=== block 1 ===
`src/rtl/gf_reduce_seq_pkg.sv`:
```
// Shared definitions for the GF(2^m) reducer: FSM state encodings and field constants.
package gf_reduce_seq_pkg;

    typedef enum logic [1:0] {
        GF_ST_IDLE = 2'd0,
        GF_ST_RUN  = 2'd1,
        GF_ST_DONE = 2'd2
    } gf_state_t;

    // AES field modulus x^8 + x^4 + x^3 + x + 1, low coefficients only.
    localparam logic [7:0] GF8_POLY_AES = 8'h1B;

endpackage

```
`src/rtl/gf_reduce_seq_step.sv`:
```
// One conditional shift-XOR of the bit-serial GF(2^m) reduction.
module gf_reduce_seq_step
    import gf_reduce_seq_pkg::*;
#(
    parameter int DATA_WIDTH = 32
) (
    input  logic [2*DATA_WIDTH-1:0]         r,
    input  logic [DATA_WIDTH-1:0]           p,
    input  logic [$clog2(2*DATA_WIDTH)-1:0] idx,
    output logic [2*DATA_WIDTH-1:0]         r_next
);

    localparam int CNT_W = $clog2(2*DATA_WIDTH);

    logic [2*DATA_WIDTH-1:0] divisor;
    logic [CNT_W-1:0]        shamt;

    // Aligning x^m with bit idx cancels that bit; idx never drops below DATA_WIDTH here.
    always_comb begin
        divisor = {{(DATA_WIDTH-1){1'b0}}, 1'b1, p};
        shamt   = idx - CNT_W'(DATA_WIDTH);
        r_next  = r;
        if (r[idx]) begin
            r_next = r ^ (divisor << shamt);
        end
    end

endmodule

```
`src/rtl/gf_reduce_seq.sv`:
```
// Sequential GF(2^m) reducer: clears one high-order product bit per clock, valid/ready on both sides.
// Optional GF_REDUCE_EARLY_EXIT_EN: finish as soon as the upper half of the work register is zero.
module gf_reduce_seq
    import gf_reduce_seq_pkg::*;
#(
    parameter int DATA_WIDTH = 32
) (
    input  logic                    clk,
    input  logic                    rst_n,
    input  logic                    in_valid,
    output logic                    in_ready,
    input  logic [2*DATA_WIDTH-1:0] prod,
    input  logic [DATA_WIDTH-1:0]   poly,
    output logic                    out_valid,
    input  logic                    out_ready,
    output logic [DATA_WIDTH-1:0]   out_data,
    output logic                    busy
);

    localparam int PROD_W = 2*DATA_WIDTH;
    localparam int CNT_W  = $clog2(PROD_W);

    gf_state_t               state_q, state_d;
    logic [PROD_W-1:0]       r_q, r_d, r_step;
    logic [DATA_WIDTH-1:0]   p_q, p_d;
    logic [DATA_WIDTH-1:0]   out_data_q, out_data_d;
    logic [CNT_W-1:0]        cnt_q, cnt_d;
    logic                    last_step;

    gf_reduce_seq_step #(
        .DATA_WIDTH (DATA_WIDTH)
    ) u_step (
        .r      (r_q),
        .p      (p_q),
        .idx    (cnt_q),
        .r_next (r_step)
    );

`ifdef GF_REDUCE_EARLY_EXIT_EN
    // Nothing left above bit m-1 means the low half already is the residue.
    assign last_step = (cnt_q == CNT_W'(DATA_WIDTH)) || (r_q[PROD_W-1:DATA_WIDTH] == '0);
`else
    assign last_step = (cnt_q == CNT_W'(DATA_WIDTH));
`endif

    always_comb begin
        state_d    = state_q;
        r_d        = r_q;
        p_d        = p_q;
        cnt_d      = cnt_q;
        out_data_d = out_data_q;
        case (state_q)
            GF_ST_IDLE: begin
                if (in_valid) begin
                    r_d     = prod;
                    p_d     = poly;
                    cnt_d   = CNT_W'(PROD_W-1);
                    state_d = GF_ST_RUN;
                end
            end
            GF_ST_RUN: begin
                r_d   = r_step;
                cnt_d = cnt_q - CNT_W'(1);
                if (last_step) begin
                    out_data_d = r_step[DATA_WIDTH-1:0];
                    state_d    = GF_ST_DONE;
                end
            end
            GF_ST_DONE: begin
                if (out_ready) begin
                    state_d = GF_ST_IDLE;
                end
            end
            default: begin
                state_d = GF_ST_IDLE;
            end
        endcase
    end

    always_ff @(posedge clk) begin
        if (!rst_n) begin
            state_q    <= GF_ST_IDLE;
            r_q        <= '0;
            p_q        <= '0;
            cnt_q      <= '0;
            out_data_q <= '0;
        end else begin
            state_q    <= state_d;
            r_q        <= r_d;
            p_q        <= p_d;
            cnt_q      <= cnt_d;
            out_data_q <= out_data_d;
        end
    end

    assign in_ready  = (state_q == GF_ST_IDLE);
    assign out_valid = (state_q == GF_ST_DONE);
    assign busy      = (state_q != GF_ST_IDLE);
    assign out_data  = out_data_q;

endmodule
```
`config.mk`:
```
export PLATFORM = sky130hd
export DESIGN_NAME = gf_reduce_seq
export DESIGN_NICKNAME = d
export VERILOG_FILES = /design/src/rtl/gf_reduce_seq_pkg.sv /design/src/rtl/gf_reduce_seq_step.sv /design/src/rtl/gf_reduce_seq.sv
export SDC_FILE = /design/constraint.sdc
export NUM_CORES = 1
export LEC_CHECK = 0
export ABC_AREA = 1
export CAP_MARGIN = 20
export CORE_MARGIN = 10
export CORE_UTILIZATION = 30
export DETAILED_ROUTE_END_ITERATION = 8
export PLACE_DENSITY_LB_ADDON = 0.3
export SLEW_MARGIN = 20
export SYNTH_ARGS = -nofsm -noshare
export SYNTH_HDL_FRONTEND = slang
export SYNTH_SLANG_ARGS = --single-unit
```
`constraint.sdc`:
```
create_clock -name clk -period 4.1 [get_ports clk]
set_clock_uncertainty 0.2 [all_clocks]
set_input_delay 0.41 -clock clk [delete_from_list [all_inputs] [get_ports clk]]
set_output_delay 0.41 -clock clk [all_outputs]
set_load 0.05 [all_outputs]
```
=== block 2 ===
<file path="src/rtl/alu_pkg.sv">
// alu_pkg: shared definitions for the ALU operation sequencer.
//   ALU_DATA_W  - default operand/result width of the team ALU
//   ALU_SEL_W   - default select width of the team ALU
//   ALU_NUM_OPS - number of ALU select codes
//   seq_state_t - sequencer FSM state encoding
package alu_pkg;

    localparam int ALU_DATA_W  = 4;
    localparam int ALU_SEL_W   = 3;
    localparam int ALU_NUM_OPS = 2 ** ALU_SEL_W;

    typedef enum logic [1:0] {
        IDLE = 2'd0,
        WAIT = 2'd1,
        CAP  = 2'd2,
        DONE = 2'd3
    } seq_state_t;

endpackage

</file>
<file path="src/rtl/alu_result_buf.sv">
// alu_result_buf: result register file, one entry per ALU select code.
//   clk, rst_n   - clock, asynchronous active-low reset (clears data and valid)
//   clr_valid_i  - clears every valid bit (data is kept)
//   we_i         - write strobe: mem[waddr_i] <= wdata_i and sets its valid bit
//   waddr_i      - write index
//   wdata_i      - {carry, result} to store
//   rd_addr_i    - read index
//   rd_data_o    - combinational read data at rd_addr_i
//   rd_valid_o   - valid bit at rd_addr_i
module alu_result_buf
    import alu_pkg::*;
#(
    parameter int DATA_W = ALU_DATA_W,
    parameter int SEL_W  = ALU_SEL_W
) (
    input  logic              clk,
    input  logic              rst_n,
    input  logic              clr_valid_i,
    input  logic              we_i,
    input  logic [SEL_W-1:0]  waddr_i,
    input  logic [DATA_W:0]   wdata_i,
    input  logic [SEL_W-1:0]  rd_addr_i,
    output logic [DATA_W:0]   rd_data_o,
    output logic              rd_valid_o
);

    localparam int DEPTH = 2 ** SEL_W;

    logic [DATA_W:0]  mem_q [DEPTH];
    logic [DEPTH-1:0] valid_q;

    always_ff @(posedge clk or negedge rst_n) begin
        if (!rst_n) begin
            for (int unsigned i = 0; i < DEPTH; i++) begin
                mem_q[i] <= '0;
            end
            valid_q <= '0;
        end else begin
            // Clear and write never coincide in the sequencer, but a write
            // is ordered after the clear so it would still win.
            if (clr_valid_i) begin
                valid_q <= '0;
            end
            if (we_i) begin
                mem_q[waddr_i]   <= wdata_i;
                valid_q[waddr_i] <= 1'b1;
            end
        end
    end

    assign rd_data_o  = mem_q[rd_addr_i];
    assign rd_valid_o = valid_q[rd_addr_i];

endmodule

</file>
<file path="src/rtl/alu_op_sequencer.sv">
// alu_op_sequencer: sweeps the team ALU through every select code for one
// operand pair and stores each {carry_out, alu_out} result.
//   clk, rst_n        - clock, asynchronous active-low reset
//   start, abort      - begin a sweep (IDLE only) / cancel a sweep (wins)
//   op_a, op_b        - operands, latched when a start is accepted
//   alu_a, alu_b      - operands driven to the ALU
//   alu_sel           - select code driven to the ALU
//   alu_out, carry_out- ALU result inputs
//   busy              - high while sweeping (WAIT/CAP)
//   done              - one-cycle pulse when the sweep completes
//   rd_addr           - result read index (select code)
//   rd_data, rd_valid - {carry, result} and its valid bit at rd_addr
module alu_op_sequencer
    import alu_pkg::*;
#(
    parameter int DATA_W = ALU_DATA_W,
    parameter int SEL_W  = ALU_SEL_W,
    parameter int SETTLE = 1
) (
    input  logic              clk,
    input  logic              rst_n,
    input  logic              start,
    input  logic              abort,
    input  logic [DATA_W-1:0] op_a,
    input  logic [DATA_W-1:0] op_b,
    output logic [DATA_W-1:0] alu_a,
    output logic [DATA_W-1:0] alu_b,
    output logic [SEL_W-1:0]  alu_sel,
    input  logic [DATA_W-1:0] alu_out,
    input  logic              carry_out,
    output logic              busy,
    output logic              done,
    input  logic [SEL_W-1:0]  rd_addr,
    output logic [DATA_W:0]   rd_data,
    output logic              rd_valid
);

    localparam int                NUM_OPS    = 2 ** SEL_W;
    localparam int                CNT_W      = 4;
    localparam logic [CNT_W-1:0]  CNT_RELOAD = CNT_W'(SETTLE - 1);
    localparam logic [SEL_W-1:0]  LAST_SEL   = SEL_W'(NUM_OPS - 1);

    seq_state_t        state_q;
    logic [CNT_W-1:0]  cnt_q;
    logic [DATA_W-1:0] a_q;
    logic [DATA_W-1:0] b_q;
    logic [SEL_W-1:0]  sel_q;
    logic              busy_q;
    logic              done_q;

    logic buf_we;
    logic buf_clr;

    // Capture happens on the edge that ends the CAP cycle unless aborted.
    assign buf_we  = (state_q == CAP) && !abort;
    assign buf_clr = (state_q == IDLE) && start && !abort;

    always_ff @(posedge clk or negedge rst_n) begin
        if (!rst_n) begin
            state_q <= IDLE;
            cnt_q   <= '0;
            a_q     <= '0;
            b_q     <= '0;
            sel_q   <= '0;
            busy_q  <= 1'b0;
            done_q  <= 1'b0;
        end else begin
            case (state_q)
                IDLE: begin
                    if (start && !abort) begin
                        a_q     <= op_a;
                        b_q     <= op_b;
                        sel_q   <= '0;
                        cnt_q   <= CNT_RELOAD;
                        busy_q  <= 1'b1;
                        state_q <= WAIT;
                    end
                end
                WAIT: begin
                    if (abort) begin
                        busy_q  <= 1'b0;
                        state_q <= IDLE;
                    end else if (cnt_q != '0) begin
                        cnt_q <= cnt_q - 1'b1;
                    end else begin
                        state_q <= CAP;
                    end
                end
                CAP: begin
                    if (abort) begin
                        busy_q  <= 1'b0;
                        state_q <= IDLE;
                    end else if (sel_q == LAST_SEL) begin
                        busy_q  <= 1'b0;
                        done_q  <= 1'b1;
                        state_q <= DONE;
                    end else begin
                        sel_q   <= sel_q + 1'b1;
                        cnt_q   <= CNT_RELOAD;
                        state_q <= WAIT;
                    end
                end
                DONE: begin
                    done_q  <= 1'b0;
                    state_q <= IDLE;
                end
                default: begin
                    busy_q  <= 1'b0;
                    done_q  <= 1'b0;
                    state_q <= IDLE;
                end
            endcase
        end
    end

    alu_result_buf #(
        .DATA_W (DATA_W),
        .SEL_W  (SEL_W)
    ) u_buf (
        .clk         (clk),
        .rst_n       (rst_n),
        .clr_valid_i (buf_clr),
        .we_i        (buf_we),
        .waddr_i     (sel_q),
        .wdata_i     ({carry_out, alu_out}),
        .rd_addr_i   (rd_addr),
        .rd_data_o   (rd_data),
        .rd_valid_o  (rd_valid)
    );

    assign alu_a   = a_q;
    assign alu_b   = b_q;
    assign alu_sel = sel_q;
    assign busy    = busy_q;
    assign done    = done_q;

endmodule

</file>
<file path="config.mk">
export PLATFORM = sky130hd
export DESIGN_NAME = alu_op_sequencer
export DESIGN_NICKNAME = d
export VERILOG_FILES = /design/src/rtl/alu_pkg.sv /design/src/rtl/alu_result_buf.sv /design/src/rtl/alu_op_sequencer.sv
export SDC_FILE = /design/constraint.sdc
export NUM_CORES = 1
export LEC_CHECK = 0
export ABC_CLOCK_PERIOD_IN_PS = 4900
export CAP_MARGIN = 20
export CELL_PAD_IN_SITES_DETAIL_PLACEMENT = 2
export CELL_PAD_IN_SITES_GLOBAL_PLACEMENT = 2
export CORE_MARGIN = 2
export CORE_UTILIZATION = 42
export DETAILED_ROUTE_END_ITERATION = 7
export PLACE_DENSITY = 0.87
export SLEW_MARGIN = 40
export SYNTH_ARGS = -nofsm -noshare
export SYNTH_HDL_FRONTEND = slang
export SYNTH_SLANG_ARGS = --single-unit
</file>
<file path="constraint.sdc">
create_clock -name clk -period 4.9 [get_ports clk]
set_input_delay 0.98 -clock clk [delete_from_list [all_inputs] [get_ports clk]]
set_output_delay 0.98 -clock clk [all_outputs]
set_load 0.005 [all_outputs]
</file>
=== block 3 ===
`config.mk`:
```
export PLATFORM = sky130hd
export DESIGN_NAME = conv_sum_accum
export DESIGN_NICKNAME = d
export VERILOG_FILES = /design/src/rtl/conv_sum_accum.sv
export SDC_FILE = /design/constraint.sdc
export NUM_CORES = 1
export LEC_CHECK = 0
export CAP_MARGIN = 20
export CORE_MARGIN = 5
export CORE_UTILIZATION = 45
export CTS_CLUSTER_SIZE = 28
export DETAILED_ROUTE_END_ITERATION = 7
export PLACE_DENSITY = 0.82
export SLEW_MARGIN = 20
export SYNTH_ARGS = -nofsm -noshare
export SYNTH_HDL_FRONTEND = slang
export SYNTH_SLANG_ARGS = --single-unit
```
`constraint.sdc`:
```
create_clock -name clk -period 5 [get_ports clk]
set_clock_uncertainty 0.2 [all_clocks]
set_input_delay 0.5 -clock clk [delete_from_list [all_inputs] [get_ports clk]]
set_output_delay 0.5 -clock clk [all_outputs]
set_load 0.01 [all_outputs]
```
`src/rtl/conv_sum_accum.sv`:
```
`default_nettype none
`timescale 1ns/1ps
// +--------------------------------------------------------------------------+
// | conv_sum_accum: row-sum / pixel accumulator with pixel FIFO and 2-phase  |
// | req/ack on both sides. Optional macro SUM_SAT_EN selects saturation.     |
// | Revision: 1.0                                                            |
// +--------------------------------------------------------------------------+
module conv_sum_accum #(
  parameter int LANES     = 5,
  parameter int WIDTH_IN  = 8,
  parameter int WIDTH_OUT = 8,
  parameter int ROWS      = 5,
  parameter int DEPTH     = 2
) (
  input  logic                        clk,
  input  logic                        reset,
  input  logic                        aReq,
  output logic                        aAck,
  input  logic [LANES*WIDTH_IN-1:0]   data_in,
  output logic                        bReq,
  input  logic                        bAck,
  output logic [WIDTH_OUT-1:0]        data_out,
  output logic [$clog2(ROWS+1)-1:0]   row_idx,
  output logic [$clog2(DEPTH+1)-1:0]  fifo_count
);

  localparam int RS_W   = WIDTH_IN + $clog2(LANES);
  localparam int ACC_W  = RS_W + $clog2(ROWS);
  localparam int RIDX_W = $clog2(ROWS + 1);
  localparam int CNT_W  = $clog2(DEPTH + 1);
  localparam int PTR_W  = (DEPTH > 1) ? $clog2(DEPTH) : 1;

  localparam logic [RIDX_W-1:0] LAST_ROW = RIDX_W'(ROWS - 1);
  localparam logic [CNT_W-1:0]  FULL_CNT = CNT_W'(DEPTH);
  localparam logic [PTR_W-1:0]  LAST_PTR = PTR_W'(DEPTH - 1);
`ifdef SUM_SAT_EN
  localparam logic [ACC_W-1:0]  PIX_MAX  = ACC_W'({WIDTH_OUT{1'b1}});
`endif

  logic                 a_ack_q, a_ack_d;
  logic                 b_req_q, b_req_d;
  logic [WIDTH_OUT-1:0] data_out_q, data_out_d;
  logic [RIDX_W-1:0]    row_idx_q, row_idx_d;
  logic [CNT_W-1:0]     fifo_count_q, fifo_count_d;
  logic [ACC_W-1:0]     acc_q, acc_d;
  logic [PTR_W-1:0]     wr_ptr_q, wr_ptr_d;
  logic [PTR_W-1:0]     rd_ptr_q, rd_ptr_d;
  logic [WIDTH_OUT-1:0] mem_q [DEPTH];
  logic [WIDTH_OUT-1:0] mem_d [DEPTH];

  logic                 token_pending, last_row, stall, accept, push, out_idle, pop;
  logic [RS_W-1:0]      row_sum;
  logic [ACC_W-1:0]     sum_total;
  logic [WIDTH_OUT-1:0] pixel;

  function automatic logic [PTR_W-1:0] ptr_next(input logic [PTR_W-1:0] p);
    return (p == LAST_PTR) ? '0 : p + PTR_W'(1);
  endfunction

  // Stall looks only at the registered count, so a pop on the same edge
  // cannot let a last row in.
  assign token_pending = aReq ^ a_ack_q;
  assign last_row      = (row_idx_q == LAST_ROW);
  assign stall         = last_row && (fifo_count_q == FULL_CNT);
  assign accept        = token_pending && !stall;
  assign push          = accept && last_row;
  assign out_idle      = (b_req_q == bAck);
  assign pop           = out_idle && (fifo_count_q != '0);

  always_comb begin
    row_sum = '0;
    for (int i = 0; i < LANES; i++) begin
      row_sum = row_sum + RS_W'(data_in[i*WIDTH_IN +: WIDTH_IN]);
    end
    sum_total = acc_q + ACC_W'(row_sum);
`ifdef SUM_SAT_EN
    pixel = (sum_total > PIX_MAX) ? '1 : WIDTH_OUT'(sum_total);
`else
    pixel = WIDTH_OUT'(sum_total);
`endif
  end

  always_comb begin
    a_ack_d      = a_ack_q;
    b_req_d      = b_req_q;
    data_out_d   = data_out_q;
    row_idx_d    = row_idx_q;
    fifo_count_d = fifo_count_q;
    acc_d        = acc_q;
    wr_ptr_d     = wr_ptr_q;
    rd_ptr_d     = rd_ptr_q;
    mem_d        = mem_q;

    if (accept) begin
      a_ack_d = aReq;
      if (last_row) begin
        acc_d     = '0;
        row_idx_d = '0;
      end else begin
        acc_d     = sum_total;
        row_idx_d = row_idx_q + RIDX_W'(1);
      end
    end

    if (push) begin
      mem_d[wr_ptr_q] = pixel;
      wr_ptr_d        = ptr_next(wr_ptr_q);
    end

    if (pop) begin
      data_out_d = mem_q[rd_ptr_q];
      b_req_d    = ~b_req_q;
      rd_ptr_d   = ptr_next(rd_ptr_q);
    end

    case ({push, pop})
      2'b10:   fifo_count_d = fifo_count_q + CNT_W'(1);
      2'b01:   fifo_count_d = fifo_count_q - CNT_W'(1);
      default: fifo_count_d = fifo_count_q;
    endcase
  end

  always_ff @(posedge clk) begin
    if (!reset) begin
      a_ack_q      <= 1'b0;
      b_req_q      <= 1'b0;
      data_out_q   <= '0;
      row_idx_q    <= '0;
      fifo_count_q <= '0;
      acc_q        <= '0;
      wr_ptr_q     <= '0;
      rd_ptr_q     <= '0;
      for (int i = 0; i < DEPTH; i++) begin
        mem_q[i] <= '0;
      end
    end else begin
      a_ack_q      <= a_ack_d;
      b_req_q      <= b_req_d;
      data_out_q   <= data_out_d;
      row_idx_q    <= row_idx_d;
      fifo_count_q <= fifo_count_d;
      acc_q        <= acc_d;
      wr_ptr_q     <= wr_ptr_d;
      rd_ptr_q     <= rd_ptr_d;
      mem_q        <= mem_d;
    end
  end

  assign aAck       = a_ack_q;
  assign bReq       = b_req_q;
  assign data_out   = data_out_q;
  assign row_idx    = row_idx_q;
  assign fifo_count = fifo_count_q;

endmodule
`default_nettype wire

```
=== block 4 ===
**src/rtl/alu_pipe_unit.sv**
```systemverilog
// alu_pipe_unit: registered WIDTH-bit ALU with valid/ready handshakes.
// Single-cycle ops (ADD, SUB, AND, OR, XOR, SLT, NOR) load the output register
// on the accept edge. MUL is a sequential shift-add on operand magnitudes, one
// multiplier bit per clock, with the sign applied on the final iteration.
// The output register is single-entry and can drain and refill on the same edge.
//
// state | meaning
// IDLE  | no multiply pending, ops accepted when the output slot frees up
// CALC  | shift-add multiply iterating, input side stalled, busy asserted

module alu_pipe_unit #(
    parameter int WIDTH = 8
) (
    input  logic             clk,
    input  logic             rst_n,
    input  logic             in_valid,
    output logic             in_ready,
    input  logic [WIDTH-1:0] a,
    input  logic [WIDTH-1:0] b,
    input  logic [2:0]       op,
    output logic             out_valid,
    input  logic             out_ready,
    output logic [WIDTH-1:0] result,
    output logic             flag_z,
    output logic             flag_n,
    output logic             flag_c,
    output logic             flag_v,
    output logic             busy
);

    localparam int PW    = 2 * WIDTH;
    localparam int CNT_W = $clog2(WIDTH);

    localparam logic [2:0] OP_ADD = 3'b000;
    localparam logic [2:0] OP_SUB = 3'b001;
    localparam logic [2:0] OP_AND = 3'b010;
    localparam logic [2:0] OP_OR  = 3'b011;
    localparam logic [2:0] OP_XOR = 3'b100;
    localparam logic [2:0] OP_SLT = 3'b101;
    localparam logic [2:0] OP_MUL = 3'b110;
    localparam logic [2:0] OP_NOR = 3'b111;

    typedef enum logic {
        IDLE = 1'b0,
        CALC = 1'b1
    } state_t;

    state_t state, state_nxt;

    logic [CNT_W-1:0] iter_cnt;
    logic [PW-1:0]    acc;
    logic [PW-1:0]    mcand;
    logic [WIDTH-1:0] mplier;
    logic             neg_prod;

    logic             accept;
    logic             accept_single;
    logic             accept_mul;
    logic             last_iter;

    logic [WIDTH-1:0] b_eff;
    logic             carry_in;
    logic [WIDTH:0]   sum_ext;
    logic             carry_into_msb;
    logic             a_lt_b;

    logic [WIDTH-1:0] alu_res;
    logic             alu_c;
    logic             alu_v;

    logic [WIDTH-1:0] abs_a;
    logic [WIDTH-1:0] abs_b;
    logic [PW-1:0]    mul_step;
    logic [PW-1:0]    prod;
    logic [WIDTH:0]   prod_hi;
    logic [WIDTH-1:0] mul_res;
    logic             mul_v;

    // Handshake and status decode.
    always_comb begin
        in_ready      = (state != CALC) && (!out_valid || out_ready);
        busy          = (state == CALC);
        accept        = in_valid && in_ready;
        accept_mul    = accept && (op == OP_MUL);
        accept_single = accept && (op != OP_MUL);
        last_iter     = (state == CALC) && (iter_cnt == CNT_W'(WIDTH - 1));
    end

    // Single-cycle datapath: shared adder for ADD/SUB, signed compare for SLT.
    always_comb begin
        b_eff          = (op == OP_SUB) ? ~b : b;
        carry_in       = (op == OP_SUB);
        sum_ext        = {1'b0, a} + {1'b0, b_eff} + (WIDTH + 1)'(carry_in);
        carry_into_msb = a[WIDTH-1] ^ b_eff[WIDTH-1] ^ sum_ext[WIDTH-1];
        a_lt_b         = $signed(a) < $signed(b);

        alu_res = '0;
        alu_c   = 1'b0;
        alu_v   = 1'b0;
        case (op)
            OP_ADD, OP_SUB: begin
                alu_res = sum_ext[WIDTH-1:0];
                alu_c   = sum_ext[WIDTH];
                alu_v   = carry_into_msb ^ sum_ext[WIDTH];
            end
            OP_AND:  alu_res = a & b;
            OP_OR:   alu_res = a | b;
            OP_XOR:  alu_res = a ^ b;
            OP_SLT:  alu_res = {{(WIDTH - 1){1'b0}}, a_lt_b};
            OP_NOR:  alu_res = ~(a | b);
            default: alu_res = '0;
        endcase
    end

    // Multiply datapath: magnitudes at accept, final add and sign fix on the last step.
    always_comb begin
        abs_a    = a[WIDTH-1] ? (~a + WIDTH'(1)) : a;
        abs_b    = b[WIDTH-1] ? (~b + WIDTH'(1)) : b;
        mul_step = acc + (mplier[0] ? mcand : '0);
        prod     = neg_prod ? (~mul_step + PW'(1)) : mul_step;
        prod_hi  = prod[PW-1:WIDTH-1];
        mul_res  = prod[WIDTH-1:0];
        // Product fits in WIDTH bits only when the top WIDTH+1 bits are all equal.
        mul_v    = !((&prod_hi) || !(|prod_hi));
    end

    // State register.
    always_ff @(posedge clk or negedge rst_n) begin
        if (!rst_n) begin
            state <= IDLE;
        end else begin
            state <= state_nxt;
        end
    end

    // Next-state logic.
    always_comb begin
        state_nxt = state;
        case (state)
            IDLE: if (accept_mul) state_nxt = CALC;
            CALC: if (last_iter)  state_nxt = IDLE;
            default: state_nxt = IDLE;
        endcase
    end

    // Shift-add iteration registers; cleared by reset so an aborted multiply leaves nothing behind.
    always_ff @(posedge clk or negedge rst_n) begin
        if (!rst_n) begin
            iter_cnt <= '0;
            acc      <= '0;
            mcand    <= '0;
            mplier   <= '0;
            neg_prod <= 1'b0;
        end else if (accept_mul) begin
            iter_cnt <= '0;
            acc      <= '0;
            mcand    <= {{WIDTH{1'b0}}, abs_a};
            mplier   <= abs_b;
            neg_prod <= a[WIDTH-1] ^ b[WIDTH-1];
        end else if (state == CALC) begin
            if (last_iter) begin
                iter_cnt <= '0;
            end else begin
                iter_cnt <= iter_cnt + CNT_W'(1);
            end
            acc    <= mul_step;
            mcand  <= mcand << 1;
            mplier <= mplier >> 1;
        end
    end

    // Output register: load on single-cycle accept or multiply completion, else drain on out_ready.
    always_ff @(posedge clk or negedge rst_n) begin
        if (!rst_n) begin
            out_valid <= 1'b0;
            result    <= '0;
            flag_z    <= 1'b0;
            flag_n    <= 1'b0;
            flag_c    <= 1'b0;
            flag_v    <= 1'b0;
        end else if (accept_single) begin
            out_valid <= 1'b1;
            result    <= alu_res;
            flag_z    <= (alu_res == '0);
            flag_n    <= alu_res[WIDTH-1];
            flag_c    <= alu_c;
            flag_v    <= alu_v;
        end else if (last_iter) begin
            out_valid <= 1'b1;
            result    <= mul_res;
            flag_z    <= (mul_res == '0);
            flag_n    <= mul_res[WIDTH-1];
            flag_c    <= 1'b0;
            flag_v    <= mul_v;
        end else if (out_ready) begin
            out_valid <= 1'b0;
        end
    end

endmodule

```
**config.mk**
```make
export PLATFORM = sky130hd
export DESIGN_NAME = alu_pipe_unit
export DESIGN_NICKNAME = d
export VERILOG_FILES = /design/src/rtl/alu_pipe_unit.sv
export SDC_FILE = /design/constraint.sdc
export NUM_CORES = 1
export LEC_CHECK = 0
export CORE_ASPECT_RATIO = 1.5
export CORE_UTILIZATION = 60
export CTS_BUF_LIST = sky130_fd_sc_hd__clkbuf_4
export CTS_CLUSTER_DIAMETER = 120
export DETAILED_ROUTE_END_ITERATION = 16
export GPL_ROUTABILITY_DRIVEN = 0
export PLACE_DENSITY = 0.84
export SLEW_MARGIN = 20
export SYNTH_ARGS = -nofsm -noshare
export SYNTH_HDL_FRONTEND = slang
export SYNTH_SLANG_ARGS = --single-unit
```
**constraint.sdc**
```tcl
create_clock -name clk -period 8.42 [get_ports clk]
set_input_delay 0.842 -clock clk [delete_from_list [all_inputs] [get_ports clk]]
set_output_delay 0.842 -clock clk [all_outputs]
set_load 0.02 [all_outputs]
```

==> layout pictures side by side <==
The metal 3 layer.
Plate I
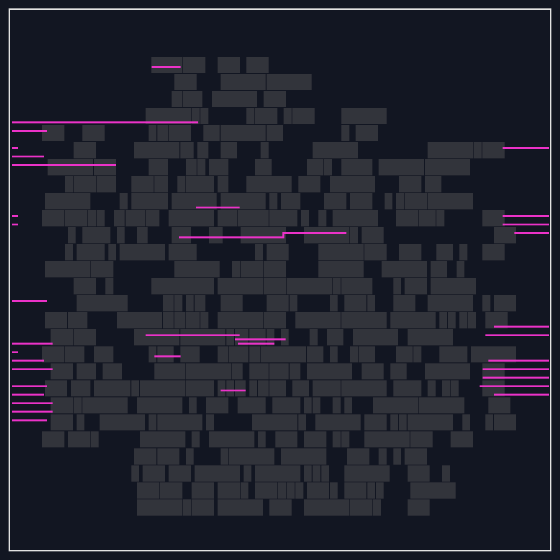
Plate II
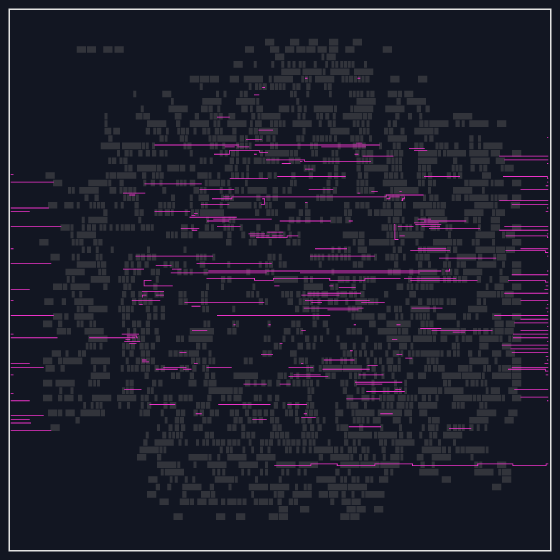
Plate III
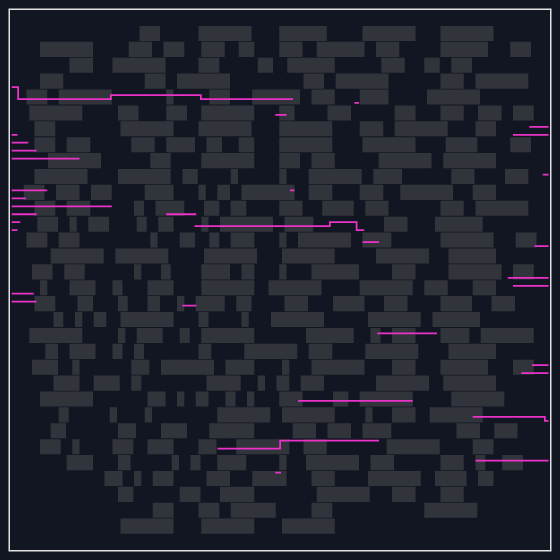
Plate IV
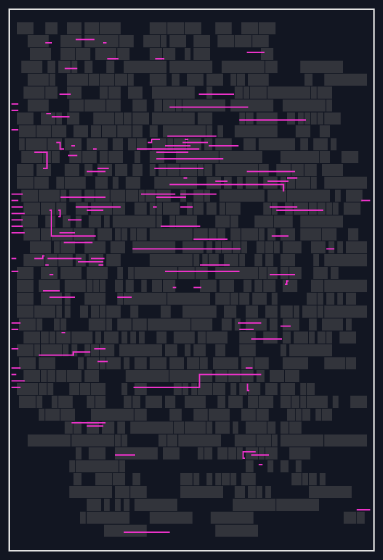
Plate III -> block 2
Plate II -> block 1
Plate I -> block 3
Plate IV -> block 4

Key to Plate I:
The layer carries 277 um of wire. The longest straight run is 29.4 um. 33 nets have wire on it. The wires run mostly horizontal. The layer holds 5.7% of the routed length.

### Track usage over the die, block 3

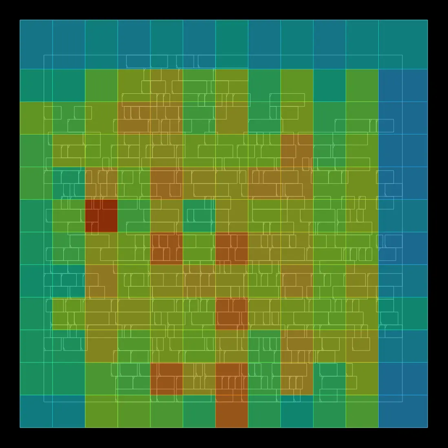
routed len/inst: 12.17 um
layer with the highest usage: met2
post-layout util: 60.47%
Tot GR Track Use: 13.86%
M3 GR Usage: 3.042%

### Cells by drive strength, block 3

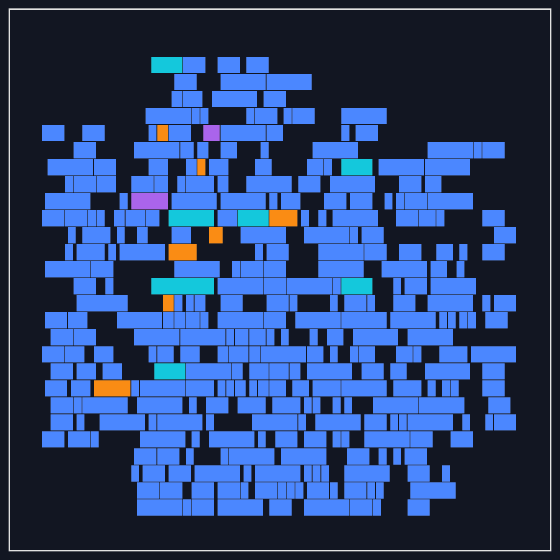
Key: drive 6 and up = cyan [cells 7, share 2.1%]; drive 2 = orange [cells 7, share 2.1%]; drive 3 to 4 = purple [cells 2, share 0.61%]; drive 1 or less = blue [cells 312, share 95%]
bufs w/o clock: 60
post-route setup slack: 1.049 ns
Layout area overhead: 28.65%
design area: 0.003371 mm^2

==> results.txt, block 3 <==
GPL Wtd Cong = 0.7214
Vias/cell = 4.748
Row Count = 27
CTS tree = built
Max_slew headroom = 51.52%
Status = finished, final reports clean
Yosys stat area = 0.002620 mm^2
Clock power share = 15.3%
Sequential cell power = 368 uW
Initial antenna violation count = 0
Detail Placement HPWL = 3954 um
Register area = 820.8 um^2
Chip Width = 86.31 um
Vias in the first global route = 1935
Tcrit/Tclk final = 79.03%
Max Freq = 253.1 MHz
block 3: registers in the layout, summed over array words and instances, names as in the netlist:
| register | count |
|---|---|
| wr_ptr_q | 1 |
| aAck | 1 |
| bReq | 1 |
| acc_q | 8 |
| row_idx | 3 |
| data_out | 8 |
| mem_q | 16 |
| fifo_count | 2 |
| rd_ptr_q | 1 |
block 3: path summary, 6_finish.rpt:
path / endpoint / slack [ns] / depth (start not counted)
min reg2reg: mem_q[15] / 0.27 / 2
min: mem_q[15] / 0.27 / 2
max: acc_q[6] / 1.05 / 13
max reg2reg: acc_q[6] / 1.51 / 13
block 3: routing by layer:
metal / routed length (um) / global-route usage (%) / vias up
met2: 2480 / 23.76 / 41
met4: 59 / 4.674 / 0
met3: 277 / 3.042 / 5
li1: - / - / 963
met5: 0 / 0 / -
met1: 2049 / 17.27 / 890
block 3: per-stage QoR:
stage	utilization (%)	cells	setup slack [ns]	instance area, um^2
after floorplan	-	269	1.338	2620
after global placement	58.50	391	0.7565	3261
after detailed placement	58.99	392	0.7242	3288
after CTS	60.47	400	1.050	3371
after global routing	60.47	400	0.8771	3371
final	60.47	400	1.049	3371
### Clock network drawn from the DEF, block 4

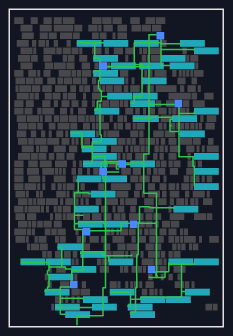
Key: cells driving clock nets = blue [count 9]; flip-flops = cyan [count 57]; clock wires = green [length 810 um]
There are 10 routed clock nets.

==> results.txt, block 4 <==
Yosys stat area = 0.005019 mm^2
Design area = 0.005507 mm^2
Clock slew seen by the registers of the worst setup and hold paths = 0.11 ns
Hold Vio Cnt, Final = 0
Leading cell kind = multi-input combinational cells
Post-CTS sizing = 0
Tot GR Track Use = 30.98%
Post-Route WL = 12920 um
WP data arrival = 4.95 ns
Count of final setup violators = 0
Adder-Cell Fraction of Synth Area = 13.51%
FFs w/ async S/R, synth = 100.0%
Vias/cell = 6.226
Tool warnings = 42
CP max stage delay = 0.80 ns
Registers = 57
DR WL met3 = 507 um
EDFF count, synth = 0
Mapped Cells = 579
Critical Path End Type = flop
Sw Ratio = 47.11%
Crit-path most repeated cell = a21oi_1
Inst Count DP = 695
Sequential cell power = 482 uW
Pint = 838.0 uW
Share of layout cells above drive strength 1 = 6.931%
Detail Placement HPWL = 9601 um
Number of fill cells in the layout = 663
Tcrit/Tclk final = 54.72%
Simple share = 17.60%
Worst Max-Slew Pin Slew = 0.9270 ns
Mapped Nets = 655
Root Buffer = clkbuf_4
Core Region = 0.008058 mm^2
Worst IR drop on VDD = 0.0001619 V
Initial antenna violation count = 1
Met1 usage = 31.05%
Layout area overhead = 9.723%
Total number of yosys warnings = 0
Clock sinks = 57
CTS buffer count = 9
Pwr top = combinational logic
Syn_area_per_cell = 8.668 um^2
Critical path class = in2reg
Final slew viol count = 0
NetSw = 746.5 uW
RSZ-0062 raised after global routing = false
Max Freq = 217.1 MHz
CP Data Required Time = 8.76 ns
ANT cells = 1
Bufs w/o clock = 40
Pleak = 0.002530 uW
Crit-path max FO = 19
MI comb cells = 466
Comb pwr share = 58.9%
Final Critical Period = 4.607 ns
Die H = 114.0 um
Most used logic cell in the final layout = nand2_1
Largest net degree at the start of global routing = 69
Status = finished, final reports clean
Tot Pwr = 1585 uW
Hold Worst Slack = 0.5059 ns
## block 4: cell usage after synthesis (all sizes together), types with 4 or more instances
master  instances  area share [%]
clkbuf         22             1.7
o21ai          46             4.7
a22o            7             1.2
xnor2          49             8.6
or3             4            0.70
a22oi           8             1.2
buf             7             1.2
nor4            5            0.75
nor2           27             2.0
a32oi           4            0.70
nand3          12             1.2
inv            27             2.0
o31ai           6             1.2
nor3            6            0.60
mux2i          17             3.4
a21o            9             1.4
nand2          83             6.2
ha             51              13
a21oi          22             2.2
o21a            5            0.75
o21bai          6            0.90
o211ai          7             1.0
nand2b          8             1.0
nor2b           5            0.62
and2           17             2.1
nand4           4            0.50
o221ai          7             1.2
xor2           10             1.7
dfrtp          57              28
## block 4: worst paths after layout
check	start	to	slack, ns	cells past startpoint
hold reg to reg	mplier[2]	mplier[1]	0.51	2
hold / removal	mplier[2]	mplier[1]	0.51	2
min in group asynchronous	rst_n	acc[10]	0.54	2
max in group asynchronous	rst_n	busy	7.34	2
setup reg to reg	mplier[0]	flag_v	3.90	13
setup / recovery	op[2]	flag_z	3.81	15
### Track usage over the die, block 2

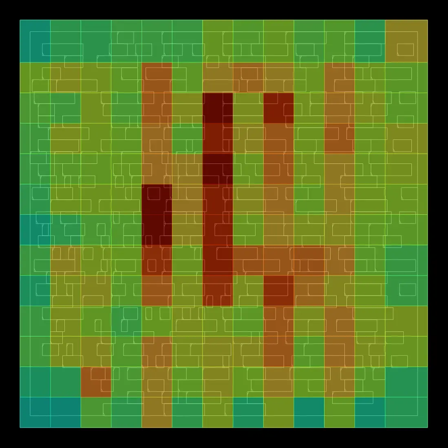
Tot GR Track Use: 22.42%
M3 GR Usage: 4.312%

==> results.txt, block 2 <==
Status = finished, final reports clean
NetSw = 567.8 uW
Slowest-stage cell, CP = mux4_2
Yosys Instances = 231
Share of layout cells above drive strength 1 = 34.05%
Post-layout util = 51.57%
Register share of total power = 43.7%
PwrDens = 455.9 mW/mm^2
Syn Std Cell Area = 0.003283 mm^2
Hold depth = 1
Worst R2R Start = state_q[0]
Die area = 0.008541 mm^2
Yosys stat area = 0.003283 mm^2
Detail Placement HPWL = 6111 um
GPL Wtd Cong = 0.7145
Chip Width = 92.42 um
Core Region = 0.007647 mm^2
Latency at later pin = 0.35 ns
Mapped Cells = 231
Post-Route WL = 8754 um
Worst Max-Slew Pin Slew = 0.8088 ns
Net count, final = 304
Max-area cell share = 51.07%
Setup bufs post-CTS = 0
Comb pwr share = 32.4%
Top cell type by instance count after synthesis = dfrtp_1
Crit-path max FO = 12
DR WL met3 = 264 um
Register share after synthesis = 51.07%
DRC viols = 0
CTS buffer count = 9
Final Critical Period = 3.976 ns
Top sig layer = met4
Met2 GRT Util = 42.09%
Worst R2R End = u_buf.mem_q[18]
Critical Path End Type = output pin
Commonest flop = dfrtp_1
Max Freq = 251.5 MHz
Top cells by area = dfrtp_1 (51%), mux2_2 (17%), mux4_2 (8.2%)
Final ANT Viol Nets = 0
PortBufs = 38
Tot Pwr = 1798 uW
EDFF count, synth = 0
Vias in the first global route = 2491
Mapped Nets = 260
IO Count = 39
DR vias = 2067
Cts hold-fix bufs = 0
Row Count = 32
Pleak = 0.001806 uW
Post-route setup slack = 0.9245 ns
Pre-antenna DRT Iters = 4
Syn_area_per_cell = 14.21 um^2
Synth area leader = dfrtp_1
Die H = 92.42 um
Layout area overhead = 20.12%
WP data arrival = 3.00 ns
Post-place setup slack = 0.9051 ns
Crit-path most repeated cell = clkdlybuf4s50_1
Fp_density = 42.93%
[block 2: state kept, by name (all words and copies together), names as in the netlist]
register and cells:
cnt_q 4, alu_b 4, busy 1, state_q 2, done 1, alu_sel 3
alu_a 4, u_buf.valid_q 8, u_buf.mem_q 40
[block 2: worst max-delay path, delay by kind of cell]
kind	cells	cell delay [ns]
buffers and inverters	3	1.16
multiplexers	2	0.85
[block 2: cell families (layout without fill, tap and decap cells)]
kind of cell	after synthesis	after routing	synth area share, %
compound gates	30	30	6.212
fa+ha+maj	9	9	3.430
buf+inv	19	67	2.591
flops	67	67	51.07
mux	70	70	28.58
simple gates	36	36	8.118
[block 2: stage by stage]
stage	hold slack [ns]	cells	cell area [um^2]
floorplan	0.4411	231	3283
global placement	0.4545	366	3765
detailed placement	0.4921	366	3765
CTS	0.5057	381	3944
global route	0.5233	381	3944
finish	0.4963	381	3944
[block 2: layout make-up]
cell class	count	area [um^2]	share of cell area (%)
clock buffer	13	168.9	4.283
clock inverter	2	10.01	0.2538
inverter	11	41.29	1.047
multi-input combinational	145	1521	38.58
sequential	67	1677	42.51
tap	102	127.6	3.236
timing repair buffer	41	397.9	10.09
### Clock network drawn from the DEF, block 1

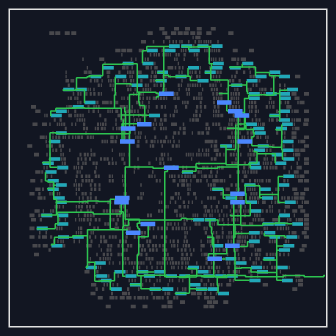
Key: flip-flops = cyan [count 136]; clock wires = green [length 2470 um]; cells driving clock nets = blue [count 17]
There are 18 routed clock nets. Position of the flops: widely spread.
clock power share: 32.2%
P_clk: 1550 uW

==> results.txt, block 1 <==
Status = finished, final reports clean
Critical path endpoint = r_q[59]
Leading cell kind = multi-input combinational cells
First-pass GRT wire length = 60020 um
Number of fill cells in the layout = 3498
Final Critical Period = 3.199 ns
Worst Setup SP = cnt_q[0]
Worst R2R End = r_q[59]
Hold depth = 2
Core Region = 0.03139 mm^2
Register area = 0.002724 mm^2
CP Data Required Time = 4.23 ns
Number of max-cap violations = 0
Xor/xnor share = 1.197%
Die area = 0.03924 mm^2
Non-CTS inverters = 120
Root Buffer = clkbuf_16
Adder-Cell Fraction of Synth Area = 0.3945%
Pleak = 0.004970 uW
block 1: worst max-delay path, stage by stage (launching register included):
cell	delay, ns
dfxtp_2	0.34
buf_4	0.58
nand2_1	0.21
nand3_1	0.13
nand2_1	0.06
nand2_1	0.05
nand2_1	0.05
inv_1	0.05
nand2_1	0.04
nand2_1	0.05
nand2_1	0.07
inv_2	0.08
nand2_2	0.19
nand2_4	0.36
nand2_4	0.25
o21ai_0	0.24
nor2_1	0.06
block 1: registers in the layout, indices dropped and copies added, names as in the netlist:
signal    flops
state_q       2
p_q          32
out_data     32
cnt_q         6
r_q          64
block 1: kinds of logic after synthesis:
family / after synthesis
buffers and inverters: 227
adders and majority gates: 3
DFF: 136
AOI/OAI and AO/OA: 209
xor gates and xnor gates: 13
and+or+nand+nor: 1056
block 1: routing by layer:
layer / up-vias / wire length (um) / GRT usage, %
met3: 46 / 2320 / 3.106
met4: 0 / 950 / 6.577
met5: - / 0 / 0
met1: 5108 / 17570 / 25.14
li1: 5544 / - / -
met2: 367 / 17660 / 32.04
block 1: power breakdown:
| part | switching (uW) | internal (uW) |
|---|---|---|
| Clock | 737 | 815 |
| Combinational | 1230 | 534 |
| Sequential | 74.7 | 1430 |


==> screenshots <==
Cells by drive strength.
picture 1
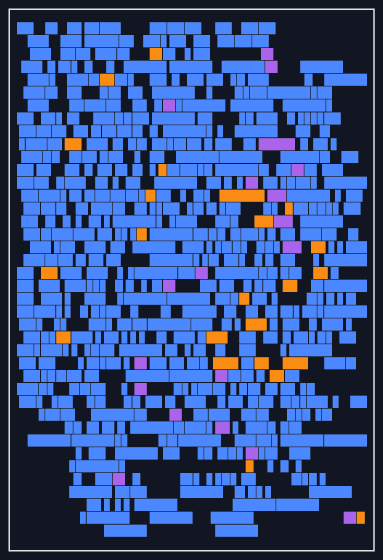
picture 2
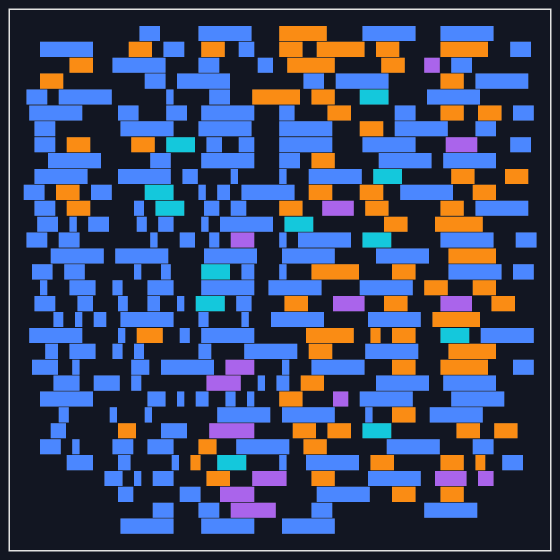
picture 3
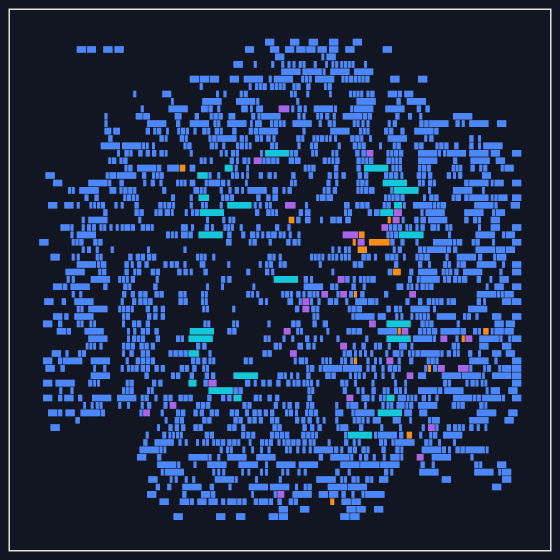
- block 2 = picture 2
- block 4 = picture 1
- block 1 = picture 3
Of these, fewest cells: picture 2
Of these, most cells: picture 3

Key to picture 1:
Key: drive 2 = orange [cells 23, share 3.8%]; drive 3 to 4 = purple [cells 19, share 3.1%]; drive 1 or less = blue [cells 564, share 93%]


## Gallery

Selected gate families.
image #1
Bar = 20 um.
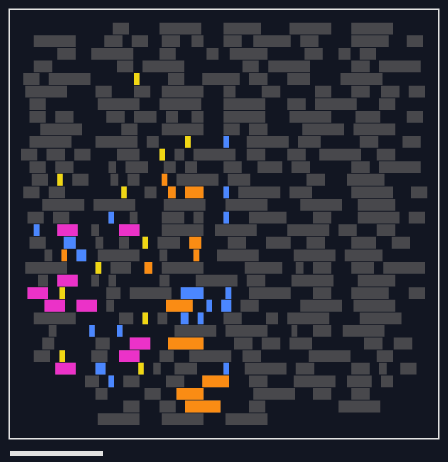
image #2
Bar = 50 um.
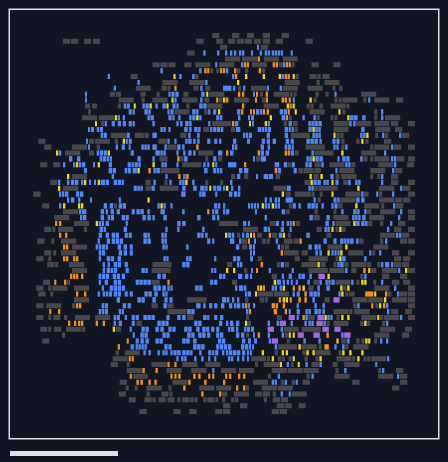
image #3
Bar = 20 um.
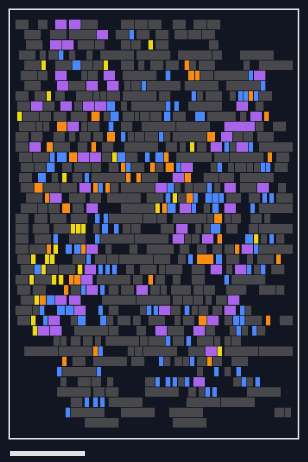
image #4
Bar = 20 um.
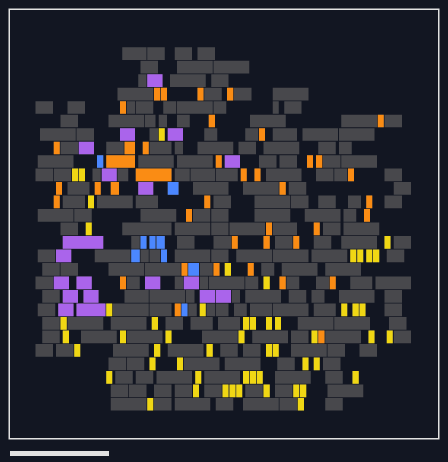
- largest die: image #2
- image #4 = block 3
- image #2 = block 1
- image #1 = block 2
- image #3 = block 4

Key to image #3:
Key: NAND gates = blue [cells 110, where widely spread]; NOR gates = orange [cells 44]; inverters = yellow [cells 27]; XOR/XNOR gates = purple [cells 60]

Power figures rest on the tool's default switching activity, not on a simulated workload.
